######## block 1 ########
### Cell classes on the final placement, block 1

Drawn at 8 px/um.
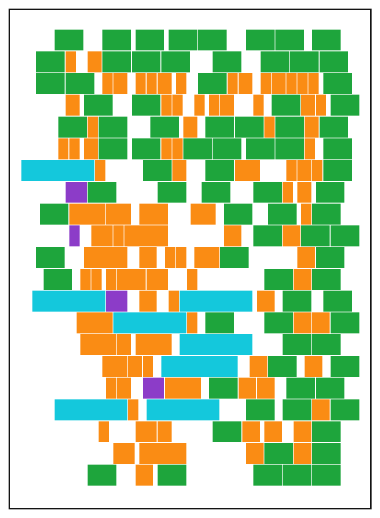

### config.mk
export PLATFORM = sky130hd
export DESIGN_NAME = dmem_arbiter_flat
export DESIGN_NICKNAME = d
export VERILOG_FILES = /design/src/rtl/dmem_arbiter_if.sv /design/src/rtl/dmem_arbiter.sv /design/src/flat_wrapper.sv
export SDC_FILE = /design/constraint.sdc
export NUM_CORES = 1
export LEC_CHECK = 0
export CAP_MARGIN = 20
export CORE_ASPECT_RATIO = 1.4
export CORE_UTILIZATION = 31
export DETAILED_ROUTE_END_ITERATION = 10
export PLACE_DENSITY = 0.87
export SLEW_MARGIN = 10
export SYNTH_ARGS = -nofsm -noshare
export SYNTH_HDL_FRONTEND = slang
export SYNTH_SLANG_ARGS = --single-unit
export TNS_END_PERCENT = 100
### constraint.sdc
create_clock -name clk_i -period 5.2 [get_ports clk_i]
set_clock_uncertainty 0.1 [all_clocks]
set_input_delay 0.78 -clock clk_i [delete_from_list [all_inputs] [get_ports clk_i]]
set_output_delay 0.78 -clock clk_i [all_outputs]
set_load 0.1 [all_outputs]
### src/rtl/dmem_arbiter_if.sv
// Bus bundle between the MCU core (port C), the DMA/loader (port D), the
// DMEM macro and the arbiter that shares the memory between them.
interface dmem_arbiter_if #(
    parameter int ADDR_W = 8,
    parameter int DATA_W = 8
);
    logic              c_req;
    logic              c_we;
    logic [ADDR_W-1:0] c_addr;
    logic [DATA_W-1:0] c_wdata;
    logic              c_gnt;
    logic              c_rvalid;
    logic [DATA_W-1:0] c_rdata;

    logic              d_req;
    logic              d_we;
    logic [ADDR_W-1:0] d_addr;
    logic [DATA_W-1:0] d_wdata;
    logic              d_gnt;
    logic              d_rvalid;
    logic [DATA_W-1:0] d_rdata;

    logic              mem_en;
    logic              mem_we;
    logic [ADDR_W-1:0] mem_addr;
    logic [DATA_W-1:0] mem_wdata;
    logic [DATA_W-1:0] mem_rdata;

    // Arbiter side.
    modport slave (
        input  c_req, c_we, c_addr, c_wdata,
        input  d_req, d_we, d_addr, d_wdata,
        input  mem_rdata,
        output c_gnt, c_rvalid, c_rdata,
        output d_gnt, d_rvalid, d_rdata,
        output mem_en, mem_we, mem_addr, mem_wdata
    );

    // Requesters plus memory macro.
    modport master (
        output c_req, c_we, c_addr, c_wdata,
        output d_req, d_we, d_addr, d_wdata,
        output mem_rdata,
        input  c_gnt, c_rvalid, c_rdata,
        input  d_gnt, d_rvalid, d_rdata,
        input  mem_en, mem_we, mem_addr, mem_wdata
    );
endinterface

### src/rtl/dmem_arbiter.sv
// Grants the single-port DMEM to the core or the DMA one owner at a time,
// bounding each tenure with a hold counter and routing read returns back.
module dmem_arbiter #(
    parameter int ADDR_W   = 8,
    parameter int DATA_W   = 8,
    parameter int MAX_HOLD = 4
) (
    input logic           clk_i,
    input logic           rst_ni,
    dmem_arbiter_if.slave bus
);

    localparam logic [1:0] ST_IDLE  = 2'd0;
    localparam logic [1:0] ST_OWN_C = 2'd1;
    localparam logic [1:0] ST_OWN_D = 2'd2;

    localparam logic LAST_C = 1'b0;
    localparam logic LAST_D = 1'b1;

    // One spare code above MAX_HOLD so the incremented count never wraps.
    localparam int              CNT_W    = $clog2(MAX_HOLD + 2);
    localparam logic [CNT_W-1:0] HOLD_MAX = CNT_W'(MAX_HOLD);

    logic [1:0]       state_q, state_d;
    logic             last_q, last_d;
    logic [CNT_W-1:0] hold_q, hold_d;
    logic             c_rvalid_q, c_rvalid_d;
    logic             d_rvalid_q, d_rvalid_d;

    logic             own_c, own_d;
    logic             c_acc, d_acc;
    logic             req_own, req_oth;
    logic             limit;
    logic [CNT_W-1:0] hold_inc;

    assign own_c    = (state_q == ST_OWN_C);
    assign own_d    = (state_q == ST_OWN_D);
    assign c_acc    = own_c & bus.c_req;
    assign d_acc    = own_d & bus.d_req;
    assign req_own  = own_c ? bus.c_req : bus.d_req;
    assign req_oth  = own_c ? bus.d_req : bus.c_req;
    assign hold_inc = hold_q + 1'b1;
    assign limit    = (hold_inc >= HOLD_MAX);

    assign bus.c_gnt    = own_c;
    assign bus.d_gnt    = own_d;
    assign bus.c_rvalid = c_rvalid_q;
    assign bus.d_rvalid = d_rvalid_q;
    assign bus.c_rdata  = c_rvalid_q ? bus.mem_rdata : {DATA_W{1'b0}};
    assign bus.d_rdata  = d_rvalid_q ? bus.mem_rdata : {DATA_W{1'b0}};

    // Memory command follows the registered owner, so reset silences it at once.
    // NOTE: every output of this block gets a default first, so no latch is inferred.
    always_comb begin
        bus.mem_en    = c_acc | d_acc;
        bus.mem_we    = 1'b0;
        bus.mem_addr  = {ADDR_W{1'b0}};
        bus.mem_wdata = {DATA_W{1'b0}};
        if (own_c) begin
            bus.mem_we    = bus.c_we;
            bus.mem_addr  = bus.c_addr;
            bus.mem_wdata = bus.c_wdata;
        end else if (own_d) begin
            bus.mem_we    = bus.d_we;
            bus.mem_addr  = bus.d_addr;
            bus.mem_wdata = bus.d_wdata;
        end
    end

    always_comb begin
        state_d = state_q;
        last_d  = last_q;
        hold_d  = hold_q;
        if (own_c || own_d) begin
            if (!req_own || (limit && req_oth)) begin
                if (req_oth) state_d = own_c ? ST_OWN_D : ST_OWN_C;
                else         state_d = ST_IDLE;
                last_d = own_c ? LAST_C : LAST_D;
                hold_d = '0;
            end else begin
                hold_d = limit ? HOLD_MAX : hold_inc;
            end
        end else begin
            // The port that did not release last wins a tie.
            hold_d = '0;
            if (bus.c_req && bus.d_req)
                state_d = (last_q == LAST_D) ? ST_OWN_C : ST_OWN_D;
            else if (bus.c_req)
                state_d = ST_OWN_C;
            else if (bus.d_req)
                state_d = ST_OWN_D;
            else
                state_d = ST_IDLE;
        end
    end

    // Return strobe is tagged with the issuing port, independent of later handover.
    assign c_rvalid_d = c_acc & ~bus.c_we;
    assign d_rvalid_d = d_acc & ~bus.d_we;

    // NOTE: state registers use non-blocking assignments so all flops update together.
    always_ff @(posedge clk_i or negedge rst_ni) begin
        if (!rst_ni) begin
            state_q    <= ST_IDLE;
            last_q     <= LAST_D;
            hold_q     <= '0;
            c_rvalid_q <= 1'b0;
            d_rvalid_q <= 1'b0;
        end else begin
            state_q    <= state_d;
            last_q     <= last_d;
            hold_q     <= hold_d;
            c_rvalid_q <= c_rvalid_d;
            d_rvalid_q <= d_rvalid_d;
        end
    end

endmodule

### src/flat_wrapper.sv
// flat-port wrapper written by rule: the top's interface ports become plain ports
module dmem_arbiter_flat 
#(
    parameter int ADDR_W   = 8,
    parameter int DATA_W   = 8,
    parameter int MAX_HOLD = 4
)
  (clk_i, rst_ni, bus_c_req, bus_c_we, bus_c_addr, bus_c_wdata, bus_d_req, bus_d_we, bus_d_addr, bus_d_wdata, bus_mem_rdata, bus_c_gnt, bus_c_rvalid, bus_c_rdata, bus_d_gnt, bus_d_rvalid, bus_d_rdata, bus_mem_en, bus_mem_we, bus_mem_addr, bus_mem_wdata);
  dmem_arbiter_if #(.ADDR_W(ADDR_W), .DATA_W(DATA_W)) bus_i ();
  input logic clk_i;
  input logic rst_ni;
  input wire logic [$bits(bus_i.c_req)-1:0] bus_c_req;
  input wire logic [$bits(bus_i.c_we)-1:0] bus_c_we;
  input wire logic [$bits(bus_i.c_addr)-1:0] bus_c_addr;
  input wire logic [$bits(bus_i.c_wdata)-1:0] bus_c_wdata;
  input wire logic [$bits(bus_i.d_req)-1:0] bus_d_req;
  input wire logic [$bits(bus_i.d_we)-1:0] bus_d_we;
  input wire logic [$bits(bus_i.d_addr)-1:0] bus_d_addr;
  input wire logic [$bits(bus_i.d_wdata)-1:0] bus_d_wdata;
  input wire logic [$bits(bus_i.mem_rdata)-1:0] bus_mem_rdata;
  output wire logic [$bits(bus_i.c_gnt)-1:0] bus_c_gnt;
  output wire logic [$bits(bus_i.c_rvalid)-1:0] bus_c_rvalid;
  output wire logic [$bits(bus_i.c_rdata)-1:0] bus_c_rdata;
  output wire logic [$bits(bus_i.d_gnt)-1:0] bus_d_gnt;
  output wire logic [$bits(bus_i.d_rvalid)-1:0] bus_d_rvalid;
  output wire logic [$bits(bus_i.d_rdata)-1:0] bus_d_rdata;
  output wire logic [$bits(bus_i.mem_en)-1:0] bus_mem_en;
  output wire logic [$bits(bus_i.mem_we)-1:0] bus_mem_we;
  output wire logic [$bits(bus_i.mem_addr)-1:0] bus_mem_addr;
  output wire logic [$bits(bus_i.mem_wdata)-1:0] bus_mem_wdata;
  assign bus_i.c_req = bus_c_req;
  assign bus_i.c_we = bus_c_we;
  assign bus_i.c_addr = bus_c_addr;
  assign bus_i.c_wdata = bus_c_wdata;
  assign bus_i.d_req = bus_d_req;
  assign bus_i.d_we = bus_d_we;
  assign bus_i.d_addr = bus_d_addr;
  assign bus_i.d_wdata = bus_d_wdata;
  assign bus_i.mem_rdata = bus_mem_rdata;
  assign bus_c_gnt = bus_i.c_gnt;
  assign bus_c_rvalid = bus_i.c_rvalid;
  assign bus_c_rdata = bus_i.c_rdata;
  assign bus_d_gnt = bus_i.d_gnt;
  assign bus_d_rvalid = bus_i.d_rvalid;
  assign bus_d_rdata = bus_i.d_rdata;
  assign bus_mem_en = bus_i.mem_en;
  assign bus_mem_we = bus_i.mem_we;
  assign bus_mem_addr = bus_i.mem_addr;
  assign bus_mem_wdata = bus_i.mem_wdata;
  dmem_arbiter #(.ADDR_W(ADDR_W), .DATA_W(DATA_W), .MAX_HOLD(MAX_HOLD)) u_core (.clk_i(clk_i), .rst_ni(rst_ni), .bus(bus_i));
endmodule
######## block 2 ########
### src/rtl/bcd_chain_counter.sv
// -----------------------------------------------------------------------------
// bcd_chain_counter
//
// Multi-digit BCD counter for the stopwatch/timer datapath. Each digit wraps
// at its own compile-time maximum (DIGIT_MAX), so one instance can count
// mm:ss (maxima 9,5,9,5 from digit 0 upwards) or plain decimal. A two-state
// run/stop FSM gates the 1 Hz tick. The counter counts up (stopwatch) or
// down (countdown), and supports synchronous clear and parallel load.
//
// Priority each cycle: clear > load > count.
//
// Optional feature, enabled by defining the macro BCD_CHAIN_LAP_EN:
//   A lap pulse freezes the displayed number while the internal count keeps
//   running. The next lap pulse releases the freeze. Clear, load and reset
//   also release it.
//
// Ports:
//   clock        in   system clock, all state changes on its rising edge
//   nRST         in   asynchronous active-low reset
//   second_tick  in   single-cycle count strobe
//   start_stop   in   single-cycle pulse, toggles run/stop
//   clear        in   synchronous clear to zero, forces STOP
//   load         in   synchronous parallel load, FSM state unaffected
//   load_value   in   BCD value for load; out-of-range digits are clamped
//   count_down   in   0 = count up, 1 = count down
//   number       out  current BCD count, digit 0 in the LSBs
//   running      out  high while the FSM is in RUN
//   carry_out    out  one-cycle pulse when an up-count wraps to zero
//   done         out  one-cycle pulse when a down-count reaches zero
//   lap          in   (BCD_CHAIN_LAP_EN only) toggles the display freeze
//   lap_active   out  (BCD_CHAIN_LAP_EN only) high while the display is frozen
// -----------------------------------------------------------------------------
module bcd_chain_counter #(
    parameter int                        NUM_DIGITS = 4,
    parameter logic [4*NUM_DIGITS-1:0]   DIGIT_MAX  = {4'd5, 4'd9, 4'd5, 4'd9}
) (
    input  logic                      clock,
    input  logic                      nRST,
    input  logic                      second_tick,
    input  logic                      start_stop,
    input  logic                      clear,
    input  logic                      load,
    input  logic [4*NUM_DIGITS-1:0]   load_value,
    input  logic                      count_down,
`ifdef BCD_CHAIN_LAP_EN
    input  logic                      lap,
    output logic                      lap_active,
`endif
    output logic [4*NUM_DIGITS-1:0]   number,
    output logic                      running,
    output logic                      carry_out,
    output logic                      done
);

    localparam int W = 4 * NUM_DIGITS;

    typedef enum logic {
        ST_STOP = 1'b0,
        ST_RUN  = 1'b1
    } state_t;

    state_t          state_q, state_d;
    logic [W-1:0]    count_q, count_d;
    logic            carry_q, carry_d;
    logic            done_q,  done_d;

    // Scratch values for the ripple computation; fully assigned every pass.
    logic [W-1:0]    stepped;
    logic            inc;
    logic            borrow;
    logic            count_is_zero;

    // Clamp every digit of a load value to that digit's maximum. This also
    // catches non-BCD nibbles 10..15, since every maximum is at most 9.
    function automatic logic [W-1:0] clamp_load(input logic [W-1:0] value);
        logic [W-1:0] result;
        result = value;
        for (int i = 0; i < NUM_DIGITS; i++) begin
            if (value[4*i +: 4] > DIGIT_MAX[4*i +: 4]) begin
                result[4*i +: 4] = DIGIT_MAX[4*i +: 4];
            end
        end
        return result;
    endfunction

    assign count_is_zero = (count_q == '0);

    // -------------------------------------------------------------------------
    // Next-state logic: FSM, count chain and the single-cycle flags
    // -------------------------------------------------------------------------
    always_comb begin
        state_d = state_q;
        count_d = count_q;
        carry_d = 1'b0;
        done_d  = 1'b0;
        stepped = count_q;
        inc     = 1'b1;
        borrow  = 1'b1;

        // Run/stop toggle. Starting a countdown from zero would only produce
        // an immediate underflow, so that start is refused.
        if (start_stop) begin
            if (state_q == ST_RUN) begin
                state_d = ST_STOP;
            end else if (!(count_down && count_is_zero)) begin
                state_d = ST_RUN;
            end
        end

        if (clear) begin
            count_d = '0;
            state_d = ST_STOP;
        end else if (load) begin
            count_d = clamp_load(load_value);
        end else if ((state_q == ST_RUN) && second_tick) begin
            // The tick is qualified by the pre-toggle state, so a start_stop
            // arriving with the tick never changes whether this tick counts.
            if (!count_down) begin
                // Ripple increment: a digit at its maximum rolls to zero and
                // passes the increment on to the next digit.
                for (int i = 0; i < NUM_DIGITS; i++) begin
                    if (inc) begin
                        if (count_q[4*i +: 4] >= DIGIT_MAX[4*i +: 4]) begin
                            stepped[4*i +: 4] = 4'd0;
                        end else begin
                            stepped[4*i +: 4] = count_q[4*i +: 4] + 4'd1;
                            inc               = 1'b0;
                        end
                    end
                end
                count_d = stepped;
                carry_d = inc;
            end else if (!count_is_zero) begin
                // Ripple decrement: a digit at zero becomes its maximum and
                // passes the borrow on. Holding at zero keeps the count from
                // ever going negative.
                for (int i = 0; i < NUM_DIGITS; i++) begin
                    if (borrow) begin
                        if (count_q[4*i +: 4] == 4'd0) begin
                            stepped[4*i +: 4] = DIGIT_MAX[4*i +: 4];
                        end else begin
                            stepped[4*i +: 4] = count_q[4*i +: 4] - 4'd1;
                            borrow            = 1'b0;
                        end
                    end
                end
                count_d = stepped;
                if (stepped == '0) begin
                    done_d  = 1'b1;
                    state_d = ST_STOP;
                end
            end
        end
    end

    // -------------------------------------------------------------------------
    // State registers
    // -------------------------------------------------------------------------
    always_ff @(posedge clock or negedge nRST) begin
        if (!nRST) begin
            state_q <= ST_STOP;
            count_q <= '0;
            carry_q <= 1'b0;
            done_q  <= 1'b0;
        end else begin
            state_q <= state_d;
            count_q <= count_d;
            carry_q <= carry_d;
            done_q  <= done_d;
        end
    end

    assign running   = (state_q == ST_RUN);
    assign carry_out = carry_q;
    assign done      = done_q;

`ifdef BCD_CHAIN_LAP_EN
    // -------------------------------------------------------------------------
    // Lap freeze: a separate display register follows the live count until
    // frozen. On the freezing edge it keeps its value, which equals the
    // pre-edge count because it was tracking until then.
    // -------------------------------------------------------------------------
    logic            lap_q, lap_d;
    logic [W-1:0]    disp_q, disp_d;

    always_comb begin
        lap_d = lap_q;
        if (clear || load) begin
            lap_d = 1'b0;
        end else if (lap) begin
            lap_d = ~lap_q;
        end
        disp_d = lap_d ? disp_q : count_d;
    end

    always_ff @(posedge clock or negedge nRST) begin
        if (!nRST) begin
            lap_q  <= 1'b0;
            disp_q <= '0;
        end else begin
            lap_q  <= lap_d;
            disp_q <= disp_d;
        end
    end

    assign number     = disp_q;
    assign lap_active = lap_q;
`else
    assign number = count_q;
`endif

endmodule

### config.mk
export PLATFORM = sky130hd
export DESIGN_NAME = bcd_chain_counter
export DESIGN_NICKNAME = d
export VERILOG_FILES = /design/src/rtl/bcd_chain_counter.sv
export SDC_FILE = /design/constraint.sdc
export NUM_CORES = 1
export LEC_CHECK = 0
export CAP_MARGIN = 10
export CORE_MARGIN = 5
export CORE_UTILIZATION = 53
export DETAILED_ROUTE_END_ITERATION = 8
export PLACE_DENSITY = 0.92
export SYNTH_ARGS = -nofsm -noshare
export SYNTH_HDL_FRONTEND = slang
export SYNTH_SLANG_ARGS = --single-unit
### constraint.sdc
create_clock -name clock -period 3.15 [get_ports clock]
set_clock_uncertainty 0.15 [all_clocks]
set_input_delay 0.4725 -clock clock [delete_from_list [all_inputs] [get_ports clock]]
set_output_delay 0.4725 -clock clock [all_outputs]
set_load 0.02 [all_outputs]
######## block 3 ########
**config.mk**
```make
export PLATFORM = sky130hd
export DESIGN_NAME = seg_display_arbiter
export DESIGN_NICKNAME = d
export VERILOG_FILES = /design/src/rtl/seg_pkg.sv /design/src/rtl/hex_to_seg.sv /design/src/rtl/seg_display_arbiter.sv
export SDC_FILE = /design/constraint.sdc
export NUM_CORES = 1
export LEC_CHECK = 0
export CORE_MARGIN = 4
export CORE_UTILIZATION = 57
export CTS_BUF_LIST = sky130_fd_sc_hd__clkbuf_2
export DETAILED_ROUTE_END_ITERATION = 16
export PLACE_DENSITY = 0.89
export SLEW_MARGIN = 40
export SYNTH_ARGS = -nofsm -noshare
export SYNTH_HDL_FRONTEND = slang
export SYNTH_SLANG_ARGS = --single-unit
export TNS_END_PERCENT = 30
```
**constraint.sdc**
```tcl
create_clock -name clk_2 -period 6.8 [get_ports clk_2]
set_clock_uncertainty 0.15 [all_clocks]
set_input_delay 1.36 -clock clk_2 [delete_from_list [all_inputs] [get_ports clk_2]]
set_output_delay 1.36 -clock clk_2 [all_outputs]
set_load 0.1 [all_outputs]
```
**src/rtl/seg_pkg.sv**
```systemverilog
// Shared types and constants for the 7-segment display arbiter.
// Segment bit order is a..g in bits 0..6, dp in bit 7, active-high.
package seg_pkg;

    typedef enum logic {
        IDLE = 1'b0,
        SHOW = 1'b1
    } state_t;

    localparam logic [7:0] SEG_BLANK = 8'h00;

    localparam logic [7:0] HEX_TABLE [16] = '{
        8'h3F, 8'h06, 8'h5B, 8'h4F,
        8'h66, 8'h6D, 8'h7D, 8'h07,
        8'h7F, 8'h6F, 8'h77, 8'h7C,
        8'h39, 8'h5E, 8'h79, 8'h71
    };

endpackage

```
**src/rtl/hex_to_seg.sv**
```systemverilog
// Pure combinational hex digit to 7-segment decoder; dp is always off.
// Zero latency, no state.
module hex_to_seg
    import seg_pkg::*;
(
    input  logic [3:0] hex,
    output logic [7:0] seg
);

    assign seg = HEX_TABLE[hex];

endmodule

```
**src/rtl/seg_display_arbiter.sv**
```systemverilog
// Round-robin owner of the shared 7-segment display; each grant dwells HOLD_CYCLES clocks.
// Outputs come only from registers: a request sampled at edge k is shown after edge k.
module seg_display_arbiter
    import seg_pkg::*;
#(
    parameter int NREQ        = 4,
    parameter int HOLD_CYCLES = 4,
    parameter int CNT_W       = 8
) (
    input  logic                 clk_2,
    input  logic                 reset,
    input  logic [NREQ-1:0]      req,
    input  logic [NREQ-1:0][3:0] digit,
    output logic [NREQ-1:0]      grant,
    output logic [7:0]           seg,
    output logic [NREQ-1:0]      ack,
    output logic                 busy
);

    localparam logic [CNT_W-1:0] CNT_LAST = CNT_W'(HOLD_CYCLES - 1);

    state_t            state_q, state_d;
    logic [NREQ-1:0]   grant_q, grant_d;
    logic [NREQ-1:0]   last_q,  last_d;
    logic [CNT_W-1:0]  cnt_q,   cnt_d;
    logic [3:0]        digit_q, digit_d;

    logic [NREQ-1:0]   pick;
    logic [3:0]        pick_digit;
    logic              dwell_done;
    logic              repick;
    logic [7:0]        seg_dec;

    // Search starts just after the previous owner and ends on it, so a lone
    // requester can win again.
    function automatic logic [NREQ-1:0] rr_pick(input logic [NREQ-1:0] r,
                                                input logic [NREQ-1:0] last);
        logic [NREQ-1:0] res;
        logic            found;
        int              base;
        int              idx;
        res   = '0;
        found = 1'b0;
        base  = 0;
        for (int i = 0; i < NREQ; i++) begin
            if (last[i]) base = i;
        end
        for (int k = 1; k <= NREQ; k++) begin
            idx = (base + k) % NREQ;
            if (!found && r[idx]) begin
                res[idx] = 1'b1;
                found    = 1'b1;
            end
        end
        return res;
    endfunction

    always_comb begin
        pick       = rr_pick(req, last_q);
        pick_digit = '0;
        for (int i = 0; i < NREQ; i++) begin
            if (pick[i]) pick_digit = digit[i];
        end
    end

    assign dwell_done = (state_q == SHOW) && (cnt_q == CNT_LAST);

    always_comb begin
        state_d = state_q;
        grant_d = grant_q;
        last_d  = last_q;
        cnt_d   = cnt_q;
        digit_d = digit_q;
        repick  = 1'b0;

        case (state_q)
            IDLE: repick = 1'b1;
            SHOW: begin
                // Owner withdrawing early forfeits the rest of its dwell.
                if (dwell_done || ((req & grant_q) == '0)) begin
                    repick = 1'b1;
                end else begin
                    cnt_d = cnt_q + 1'b1;
                end
            end
            default: repick = 1'b1;
        endcase

        if (repick) begin
            cnt_d = '0;
            if (|req) begin
                state_d = SHOW;
                grant_d = pick;
                last_d  = pick;
                digit_d = pick_digit;
            end else begin
                state_d = IDLE;
                grant_d = '0;
            end
        end
    end

    always_ff @(posedge clk_2) begin
        if (reset) begin
            state_q <= IDLE;
            grant_q <= '0;
            last_q  <= {1'b1, {(NREQ-1){1'b0}}};
            cnt_q   <= '0;
            digit_q <= '0;
        end else begin
            state_q <= state_d;
            grant_q <= grant_d;
            last_q  <= last_d;
            cnt_q   <= cnt_d;
            digit_q <= digit_d;
        end
    end

    hex_to_seg u_hex_to_seg (
        .hex (digit_q),
        .seg (seg_dec)
    );

    assign grant = grant_q;
    assign busy  = (state_q == SHOW);
    assign seg   = busy ? seg_dec : SEG_BLANK;
    assign ack   = dwell_done ? grant_q : '0;

endmodule

```
######## block 4 ########
--- src/rtl/sevenseg_pkg.sv ---
// Shared seven-segment definitions: active-low {g,f,e,d,c,b,a} patterns for hex digits.
package sevenseg_pkg;

    typedef logic [6:0] seg_t;

    localparam seg_t SEG_OFF = 7'b1111111;

    localparam seg_t SEG_TABLE [16] = '{
        7'b1000000, 7'b1111001, 7'b0100100, 7'b0110000,
        7'b0011001, 7'b0010010, 7'b0000010, 7'b1111000,
        7'b0000000, 7'b0010000, 7'b0001000, 7'b0000011,
        7'b1000110, 7'b0100001, 7'b0000110, 7'b0001110
    };

endpackage

--- src/rtl/hex_to_seg.sv ---
// Combinational hex nibble to active-low segment pattern lookup.
module hex_to_seg
    import sevenseg_pkg::*;
(
    input  logic [3:0] i_nib,
    output seg_t       o_seg
);

    assign o_seg = SEG_TABLE[i_nib];

endmodule

--- src/rtl/sevenseg_scanner.sv ---
// Time-multiplexed common-anode seven-segment scanner with frame-synchronous
// data updates, blanking, optional leading-zero suppression and anode dead-time.
module sevenseg_scanner
    import sevenseg_pkg::*;
#(
    parameter int DIGITS      = 4,
    parameter int PRESCALE    = 65536,
    parameter int DEADTIME    = 256,
    parameter int LZ_SUPPRESS = 0
) (
    input  logic                  CLK,
    input  logic                  RSTN,
    input  logic                  LOAD,
    input  logic [4*DIGITS-1:0]   DIN,
    input  logic [DIGITS-1:0]     DP_IN,
    input  logic [DIGITS-1:0]     BLANK,
    output logic [DIGITS-1:0]     SS_AN,
    output logic [6:0]            SS_SEG,
    output logic                  SS_DP,
    output logic                  FRAME
);

    localparam int CW = (PRESCALE > 2) ? $clog2(PRESCALE) : 1;
    localparam int DW = (DIGITS > 1) ? $clog2(DIGITS) : 1;
    localparam logic [CW-1:0] CNT_LAST = CW'(PRESCALE - 1);
    localparam logic [CW-1:0] DT_END   = CW'(DEADTIME);
    localparam logic [DW-1:0] IDX_LAST = DW'(DIGITS - 1);

    logic [CW-1:0]          r_cnt;
    logic [DW-1:0]          r_idx;
    logic [4*DIGITS-1:0]    r_pend_din;
    logic [DIGITS-1:0]      r_pend_dp;
    logic [DIGITS-1:0]      r_pend_blank;
    logic [4*DIGITS-1:0]    r_act_din;
    logic [DIGITS-1:0]      r_act_dp;
    logic [DIGITS-1:0]      r_act_blank;
    logic [DIGITS-1:0]      r_an;
    seg_t                   r_seg;
    logic                   r_dp;
    logic                   r_frame;

    logic                   w_slot_end;
    logic                   w_frame_end;
    logic [3:0]             w_nib;
    seg_t                   w_seg_raw;
    logic [DIGITS-1:0]      w_supp;
    logic                   w_dark;
    logic [DIGITS-1:0]      w_an;
    seg_t                   w_seg;
    logic                   w_dp;

    assign w_slot_end  = (r_cnt == CNT_LAST);
    assign w_frame_end = w_slot_end && (r_idx == IDX_LAST);

    // Slot counter and digit index
    always_ff @(posedge CLK or negedge RSTN) begin
        if (!RSTN) begin
            r_cnt <= '0;
            r_idx <= '0;
        end else if (w_slot_end) begin
            r_cnt <= '0;
            r_idx <= w_frame_end ? '0 : r_idx + 1'b1;
        end else begin
            r_cnt <= r_cnt + 1'b1;
            r_idx <= r_idx;
        end
    end

    // Pending register set: last LOAD in a frame wins
    always_ff @(posedge CLK or negedge RSTN) begin
        if (!RSTN) begin
            r_pend_din   <= '0;
            r_pend_dp    <= '0;
            r_pend_blank <= '0;
        end else if (LOAD) begin
            r_pend_din   <= DIN;
            r_pend_dp    <= DP_IN;
            r_pend_blank <= BLANK;
        end else begin
            r_pend_din   <= r_pend_din;
            r_pend_dp    <= r_pend_dp;
            r_pend_blank <= r_pend_blank;
        end
    end

    // Active register set: swapped only at the frame boundary, a coincident LOAD bypasses pending
    always_ff @(posedge CLK or negedge RSTN) begin
        if (!RSTN) begin
            r_act_din   <= '0;
            r_act_dp    <= '0;
            r_act_blank <= '0;
        end else if (w_frame_end) begin
            r_act_din   <= LOAD ? DIN   : r_pend_din;
            r_act_dp    <= LOAD ? DP_IN : r_pend_dp;
            r_act_blank <= LOAD ? BLANK : r_pend_blank;
        end else begin
            r_act_din   <= r_act_din;
            r_act_dp    <= r_act_dp;
            r_act_blank <= r_act_blank;
        end
    end

    assign w_nib = r_act_din[{r_idx, 2'b00} +: 4];

    hex_to_seg u_hex_to_seg (
        .i_nib (w_nib),
        .o_seg (w_seg_raw)
    );

    // Leading-zero mask: a digit is suppressed while every nibble from it upward is zero
    always_comb begin
        logic zero_run;
        zero_run = 1'b1;
        w_supp   = '0;
        for (int k = DIGITS - 1; k >= 0; k--) begin
            zero_run  = zero_run & (r_act_din[4*k +: 4] == 4'h0);
            w_supp[k] = zero_run & (k != 0) & (LZ_SUPPRESS != 0);
        end
    end

    assign w_dark = r_act_blank[r_idx] | w_supp[r_idx];

    // Next pin values for the current slot
    always_comb begin
        w_an = '1;
        if (r_cnt >= DT_END) begin
            w_an[r_idx] = 1'b0;
        end else begin
            w_an = '1;
        end
        if (w_dark) begin
            w_seg = SEG_OFF;
            w_dp  = 1'b1;
        end else begin
            w_seg = w_seg_raw;
            w_dp  = ~r_act_dp[r_idx];
        end
    end

    // Registered pin drivers
    always_ff @(posedge CLK or negedge RSTN) begin
        if (!RSTN) begin
            r_an    <= '1;
            r_seg   <= SEG_OFF;
            r_dp    <= 1'b1;
            r_frame <= 1'b0;
        end else begin
            r_an    <= w_an;
            r_seg   <= w_seg;
            r_dp    <= w_dp;
            r_frame <= w_frame_end;
        end
    end

    assign SS_AN  = r_an;
    assign SS_SEG = r_seg;
    assign SS_DP  = r_dp;
    assign FRAME  = r_frame;

endmodule

--- config.mk ---
export PLATFORM = sky130hd
export DESIGN_NAME = sevenseg_scanner
export DESIGN_NICKNAME = d
export VERILOG_FILES = /design/src/rtl/sevenseg_pkg.sv /design/src/rtl/hex_to_seg.sv /design/src/rtl/sevenseg_scanner.sv
export SDC_FILE = /design/constraint.sdc
export NUM_CORES = 1
export LEC_CHECK = 0
export CORE_ASPECT_RATIO = 1.4
export CORE_UTILIZATION = 60
export DETAILED_ROUTE_END_ITERATION = 6
export MAX_ROUTING_LAYER = met4
export PLACE_DENSITY_LB_ADDON = 0.3
export RECOVER_POWER = 25
export SLEW_MARGIN = 10
export SYNTH_ARGS = -nofsm -noshare
export SYNTH_HDL_FRONTEND = slang
export SYNTH_SLANG_ARGS = --single-unit
--- constraint.sdc ---
create_clock -name CLK -period 3.8 [get_ports CLK]
set_input_delay 0.76 -clock CLK [delete_from_list [all_inputs] [get_ports CLK]]
set_output_delay 0.76 -clock CLK [all_outputs]
set_load 0.02 [all_outputs]
### Cells by drive strength, block 3

Drawn at 4 px/um.
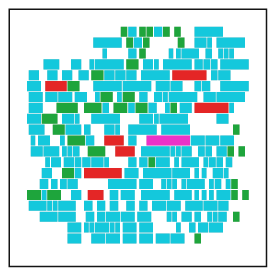
magenta -> _6 and larger  # cells 1, share 0.42%
red -> _3 and _4 cells  # cells 7, share 2.9%
cyan -> _0 and _1 cells  # cells 196, share 82%
green -> _2 cells  # cells 35, share 15%
nonclk buf count: 37
fin area: 2082 um^2
final worst slack: 3.255 ns
Area Growth Syn to Fin: 16.85%

### Met3 routing, block 3

Drawn at 6 px/um.
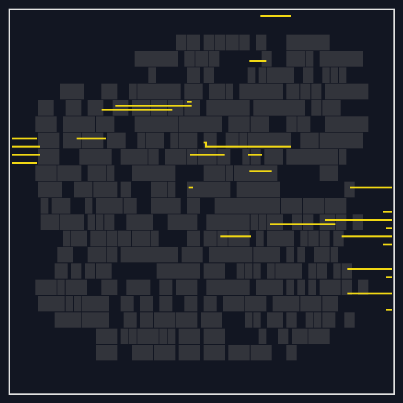
share of all routed wire = 3.4%
main direction = horizontal
nets with wire on the layer = 23
routed via count: 1642
Detailed Route WL: 4030 um

==> results.yml, block 3 <==
# synthesis and place-and-route metrics
cells_and_area:
  largest_register: "cnt_q"
  comb_share_pct: 58.77
  lay_top_count: "nor2_1"
  logic_gates: 160
  sh_seq_area_pct: 19.23
  flops: 20
  fillCellCount: 246
  nonClkBufAreaFrac_pct: 13.94
  mostFrequentLayoutCells: "nor2_1, clkdlybuf4s50_1, dfxtp_1"
  combGateArea_um2: 1224
sta:
  min_period_ns: 3.545
  worst_hold_slack_ns: 0.3624
  final-setup-viol-count: 0
  fin_crit_sh_pct: 52.14
  drv_slew: 0
global_route:
  first_global_vias: 1593
  use_met1_pct: 25.75
  grt.met2_usage_pct: 37.16
  grt_max_degree: 19
worst_setup_path:
  crit_start: "req[1]"
  critPathBufInv: 1
  cp_top_family: "simple AND/OR/NAND/NOR gates"
  path_depth: 7
  crit_type: "input pin to flip-flop"
  path_cells: "clkdlybuf4s50_1, and3b_1, a2111o_1, nand4_1, and4_1, mux2i_1, a31oi_1"
  worstReg2RegStart: "last_q[3]$_SDFFE_PP1P_"
  critical-path-max-stage-delay_ns: 0.68
routing:
  highest_layer: "met4"
  ant_nets: 0
  first_pass_iters: 5
  met1_length_um: 1788
  routedWlPerCell_um: 14.24
  vias_per_cell: 5.802
  route.met2.wl_um: 2036
clocking:
  cts-root-buf: "clkbuf_2"
  cts_tree: "yes"
  cts.repair.resized: 0
  holdBufCountCts: 0
  cts_buffers: 3
  post-cts-setup-buffer-count: 0
  cts.sinks: 20
  clk_pin_slew_ns: 0.21
yosys:
  xor_share_pct: 2.949
  ys_chip_area_um2: 1782
  syn_nets: 243
  ys_seq_share_pct: 22.47
  syn_area_um2: 1782
  ys_cells: 211
  synthSimpleGateAreaFrac_pct: 27.53
  topCellsByArea: "dfxtp_1, ha_1, nor2_1"
  synth_top_cell_by_count: "nor2_1"
  muxShareOfSynthArea_pct: 4.354
  ys_sh_aoi_pct: 26.62
  synth_cell_types: 60
run:
  timing.max_cap.violations: 0
die:
  fp.dieW_um: 63.91
  dieArea_um2: 4084
  core_util_floorplan_pct: 58.84
  rows: 20
  num_tap_cells: 44
power:
  pwr.group.clock_uw: 89.9
  power_density_nw_per_um2: 476.9
  swShare_pct: 56.30
  power.total_uw: 993.0
  seqPwrFrac_pct: 20.7
  clkPwrFrac_pct: 9.0
status:
  status: "finished clean"
placed_design:
  io_buffer_count: 37
  place_ws_ns: 2.918
worst_hold_path:
  min-delay-start: "grant[1]$_SDFFE_PP0P_"
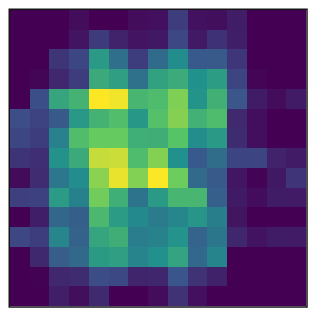
*Wiring heat map, block 2*
Drawn at 4 px/um. The die is cut into 15 by 15 equal tiles; dark purple is low, yellow is high, scaled to the fullest tile. Values are wire area over tile area, all layers added.
nearly empty tiles = 24%
mean over tiles = 0.20
densest ninth of the die = centre
tiles over half the peak = 25%
emptiest ninth of the die = lower right
fullest tile = 0.73
routed via count: 2382
GRT Total Usage: 24.88%
Detailed Route WL: 6548 um
routed wire length per instance: 18.39 um

==> results.yml, block 2 <==
# synthesis and place-and-route metrics
die:
  fp.coreArea_um2: 4000
  fp.dieW_um: 74.08
cells_and_area:
  drive_gt1_share_pct: 10.78
  clock_cell_area_share_pct: 1.692
  mostFrequentLayoutCells: "clkdlybuf4s50_1, nor2_1, dfrtp_1"
  fillCellCount: 331
  instances_no_fill: 356
  postLayoutCoreUtil_pct: 66.56
  flop_area_um2: 475.5
worst_setup_path:
  startpoint_type: "flip-flop"
  ff2ff_setup_slack_ns: 0.48
  r2r-end: "number[7]$_DFFE_PN0P_"
  critPathBufInv: 2
  cpMaxStageDelayCell: "dfrtp_1"
  critical-path-max-stage-delay_ns: 0.49
  cp_top_family: "AND-OR/OR-AND gates"
  path_cells: "inv_1, ha_1, nor3b_2, buf_4, a41o_2, o21a_1, o21ai_0, o41ai_1"
  crit_end: "number[7]$_DFFE_PN0P_"
  critPathArrivalTime_ns: 2.67
  worstReg2RegStart: "number[0]$_DFFE_PN0P_"
  worst_ep_required_time_ns: 3.15
  crit_type: "flip-flop to flip-flop"
  cp_max_fo: 10
yosys:
  muxShareOfSynthArea_pct: 1.898
  async_reset_ff_share_pct: 100.0
  xor_share_pct: 2.013
  yosysWarnings: 0
  common_cells: "nor2_1, dfrtp_1, a21oi_1"
  ys_seq_share_pct: 21.85
  ys_sh_aoi_pct: 33.53
  yosys_most_used_dff: "dfrtp_1"
  netlist.top_cell.by_area: "dfrtp_1"
  synth_cells: 268
  synth_top_cell_by_count: "nor2_1"
  syn_nets: 305
global_route:
  busiest_layer: "met2"
  first_global_vias: 2328
  met3_usage_pct: 5.135
  use_met1_pct: 30.22
power:
  swShare_pct: 40.64
  clkPwrFrac_pct: 20.0
  seqPwrFrac_pct: 32.4
  ir_drop_mv: 0.2005
  comb-power_uw: 438
  pwr.group.clock_uw: 185
  p_leak_uw: 0.001082
placed_design:
  place_ws_ns: 0.5228
  place_hpwl_um: 4812
sta:
  final-hold-violation-count: 0
  min_period_ns: 2.671
  worst_hold_slack_ns: 0.4852
  relSlewSlack_pct: 33.29
clocking:
  clk_path_buf_depth: 2
  htreeDepth: 1
  holdBufCountCts: 0
  clk_pin_slew_ns: 0.08
routing:
  highest_layer: "met4"
  ant_nets: 0
  vias_per_cell: 6.691
  drt_iter0_drc: 217
worst_hold_path:
  min-delay-start: "number[5]$_DFFE_PN0P_"
  min_to: "number[5]$_DFFE_PN0P_"
  min_path_type: "flip-flop to flip-flop"
status:
  status: "finished clean"
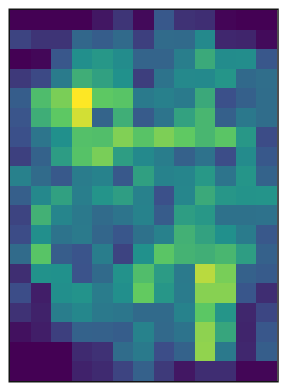
*Wiring heat map, block 4*
Drawn at 4 px/um. The die is cut into 13 by 19 equal tiles; dark purple is low, yellow is high, scaled to the fullest tile. Values are wire area over tile area, all layers added.
emptiest ninth of the die = lower left
tiles over half the peak = 28%
fullest tile = 0.39
mean over tiles = 0.15
nearly empty tiles = 6.9%
Detailed Route WL: 6071 um
routed wire length per instance: 16.59 um
GRT Total Usage: 23.35%
routed via count: 2053

### Cells by drive strength, block 4

Drawn at 3 px/um.
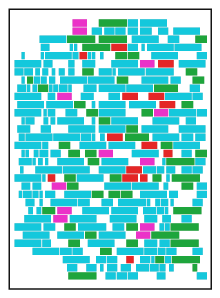
magenta -> _6 and larger  # cells 12, share 4.0%
red -> _3 and _4 cells  # cells 14, share 4.7%
cyan -> _0 and _1 cells  # cells 220, share 74%
green -> _2 cells  # cells 52, share 17%
final worst slack: 1.451 ns
nonclk buf count: 41

==> results.yml, block 4 <==
# synthesis and place-and-route metrics
status:
  status: "finished with violations"
  violations: "capacitance limit, slew limit"
cells_and_area:
  nonClkBufAreaFrac_pct: 9.729
  postLayoutCoreUtil_pct: 73.42
  instances_no_fill: 366
  stdcell_area_um2: 4115
  fillCellCount: 403
  flops: 79
  top_regs: "r_act_din x16, r_cnt x16, r_pend_din x16"
  mostFrequentLayoutCells: "dfrtp_1, clkdlybuf4s50_1, mux2_2"
  antennaDiodeCount: 0
clocking:
  htreeDepth: 3
  cts.repair.resized: 0
yosys:
  muxShareOfSynthArea_pct: 21.60
  yosysWarnings: 0
  synth_cells: 252
  async_reset_ff_share_pct: 100.0
  netlist.top_cell.by_area: "dfrtp_1"
  ys_cells: 252
power:
  p_seq_uw: 873
  top_power_group: "sequential cells"
  p_comb_share_pct: 5.5
  comb-power_uw: 84.0
routing:
  route.met2.wl_um: 3286
  vias_per_cell: 5.609
  met3WireLength_um: 178
  ant_nets: 0
placed_design:
  gp_congestion: 0.8402
  dp_cells: 351
  io_buffer_count: 39
  place_area_um2: 3934
run:
  tool_warnings: 36
  timing.max_cap.violations: 1
worst_setup_path:
  worstReg2RegStart: "r_idx[0]$_DFFE_PN0N_"
  cpMaxStageDelayCell: "mux4_1"
  r2r_cells: 6
  crit_end: "SS_SEG[3]$_DFF_PN1_"
  critPathArrivalTime_ns: 2.61
global_route:
  busiest_layer: "met2"
  grt_pass1_wl_um: 10180
die:
  core_util_floorplan_pct: 62.92
  ios: 40
  fp.coreArea_um2: 5605
sta:
  worst_hold_slack_ns: 0.4923
  drv_slew: 80
  final-hold-violation-count: 0
### Clock routing, block 1

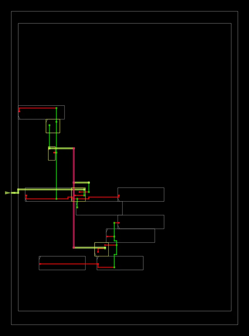
number of buffers created by CTS: 3
clock latency (worst-skew pair): 0.28 ns
CLK BUF: 4
CTS Sinks: 8
seq_cells: 8

### Wiring heat map, block 1

Drawn at 6 px/um. The die is cut into 9 by 12 equal tiles; dark purple is low, yellow is high, scaled to the fullest tile. Values are wire area over tile area, all layers added.
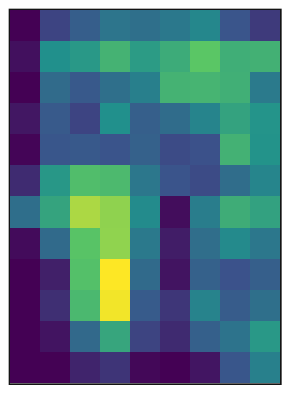
mean over tiles = 0.19
nearly empty tiles = 8.3%
fullest tile = 0.51
emptiest ninth of the die = lower left
tiles over half the peak = 28%
densest ninth of the die = upper right
routed wire length per instance: 13.80 um
routed via count: 1095
GRT Total Usage: 22.10%
Detailed Route WL: 3133 um

Notes on 'Cell classes on the final placement' of block 1 above:
orange -> combinational and other logic  # cells 98, share of their area 35%
cyan -> sequential cells  # cells 8, share of their area 12%
green -> remaining buffers and delay cells  # cells 83, share of their area 51%
purple -> clock drivers and dummy loads  # cells 4, share of their area 1.6%
flop share of the area: 12.04%
core area: 2417 um^2

==> results.yml, block 1 <==
# synthesis and place-and-route metrics
cells_and_area:
  stdcell_area_um2: 1673
  largest_reg_flops: 3
  lay_top_count: "clkdlybuf4s50_1"
  postLayoutCoreUtil_pct: 69.20
  antennaDiodeCount: 0
  top_regs: "u_core.hold_q x3, u_core.state_q x2"
  fin_nets: 244
  comb_share_pct: 33.28
  logic_gates: 94
clocking:
  clk_path_buf_depth: 2
  cts.repair.resized: 0
  cts_tree: "yes"
  htreeDepth: 1
sta:
  fmax_mhz: 250.7
  fin_crit_sh_pct: 76.70
  min_period_ns: 3.988
  worst_hold_slack_ns: 0.3434
  rsz0062_at_grt: "false"
routing:
  first_pass_iters: 4
  met1_length_um: 1182
  route.detailed.drc: 0
  highest_layer: "met4"
global_route:
  busiest_layer: "met2"
  first_global_vias: 1037
  use_met1_pct: 23.59
  antenna_found_initial: 0
  grt.met2_usage_pct: 40.58
  grt_pass1_wl_um: 4719
worst_setup_path:
  crit_start: "u_core.state_q[1]$_DFFE_PN0P_"
  cp_top_family: "buffers and inverters"
  worstReg2RegStart: "u_core.state_q[1]$_DFFE_PN0P_"
  crit_type: "flip-flop to primary output"
  r2r_cells: 5
  critPathArrivalTime_ns: 3.11
  r2r-end: "u_core.state_q[1]$_DFFE_PN0P_"
  path_cells: "inv_1, ha_1, nor2b_1, a22o_1, clkdlybuf4s50_1"
power:
  comb-power_uw: 957
  swShare_pct: 68.61
  internal_power_uw: 349.0
  power_switching_uw: 762.8
run:
  tool_warnings: 28
  timing.max_cap.violations: 0
worst_hold_path:
  min_to: "u_core.hold_q[0]$_DFF_PN0_"
  min_path_type: "flip-flop to flip-flop"
  worstHoldPathCells: 1
yosys:
  synthAdderAreaFrac_pct: 6.231
  synth_cells: 112
  top_logic_kind: "simple AND/OR/NAND/NOR gates"
  syn_area_per_cell_um2: 7.172
  ys_chip_area_um2: 803.3
  topCellsByArea: "dfrtp_1, nand2_1, and2_1"
  top_cell_area_share_pct: 21.81
  edf_count: 0
  yosysWarnings: 0
placed_design:
  dp_cells: 223
  place_hpwl_um: 2423
  io_buffer_count: 83
status:
  status: "finished clean"
die:
  dieHeight_um: 62.23
  num_tap_cells: 34
  dieArea_um2: 2802
  ios: 84


==> gallery <==
Clock routing.
shot_01.png
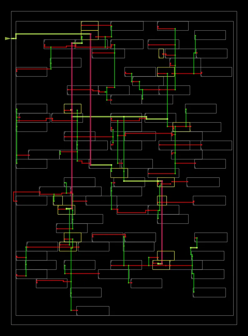
shot_02.png
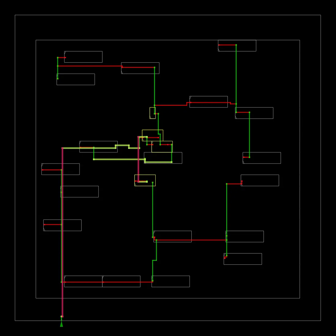
shot_03.png
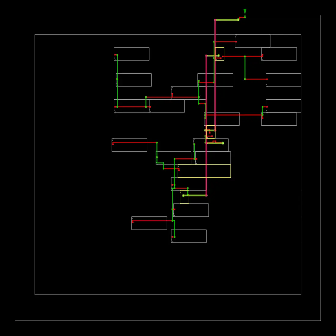
| from | picture |
|---|---|
| block 2 | shot_02.png |
| block 3 | shot_03.png |
| block 4 | shot_01.png |
Of these, most sequential cells: shot_01.png
Of these, most clock buffers: shot_01.png


==> notes/layouts.md <==
Pictures saved along the way, in no particular order.

Cell classes on the final placement.
(a)
Drawn at 6 px/um.
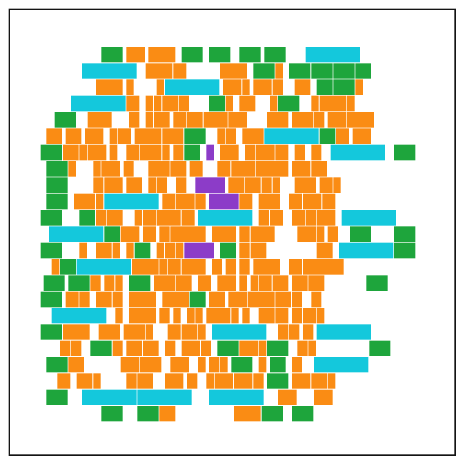
(b)
Drawn at 4 px/um.
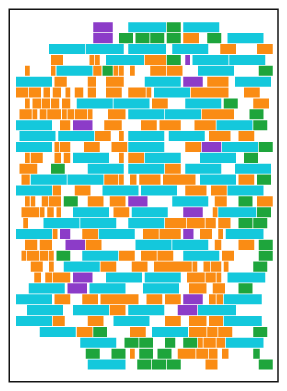
(c)
Drawn at 8 px/um.
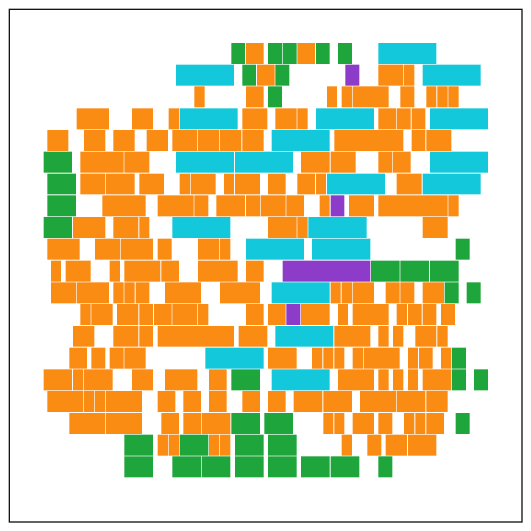
- fewest cells: (c)
For block 3, see (c).
For block 2, see (a).
For block 4, see (b).

No activity file was given, so power comes from the tool's default toggle rates.
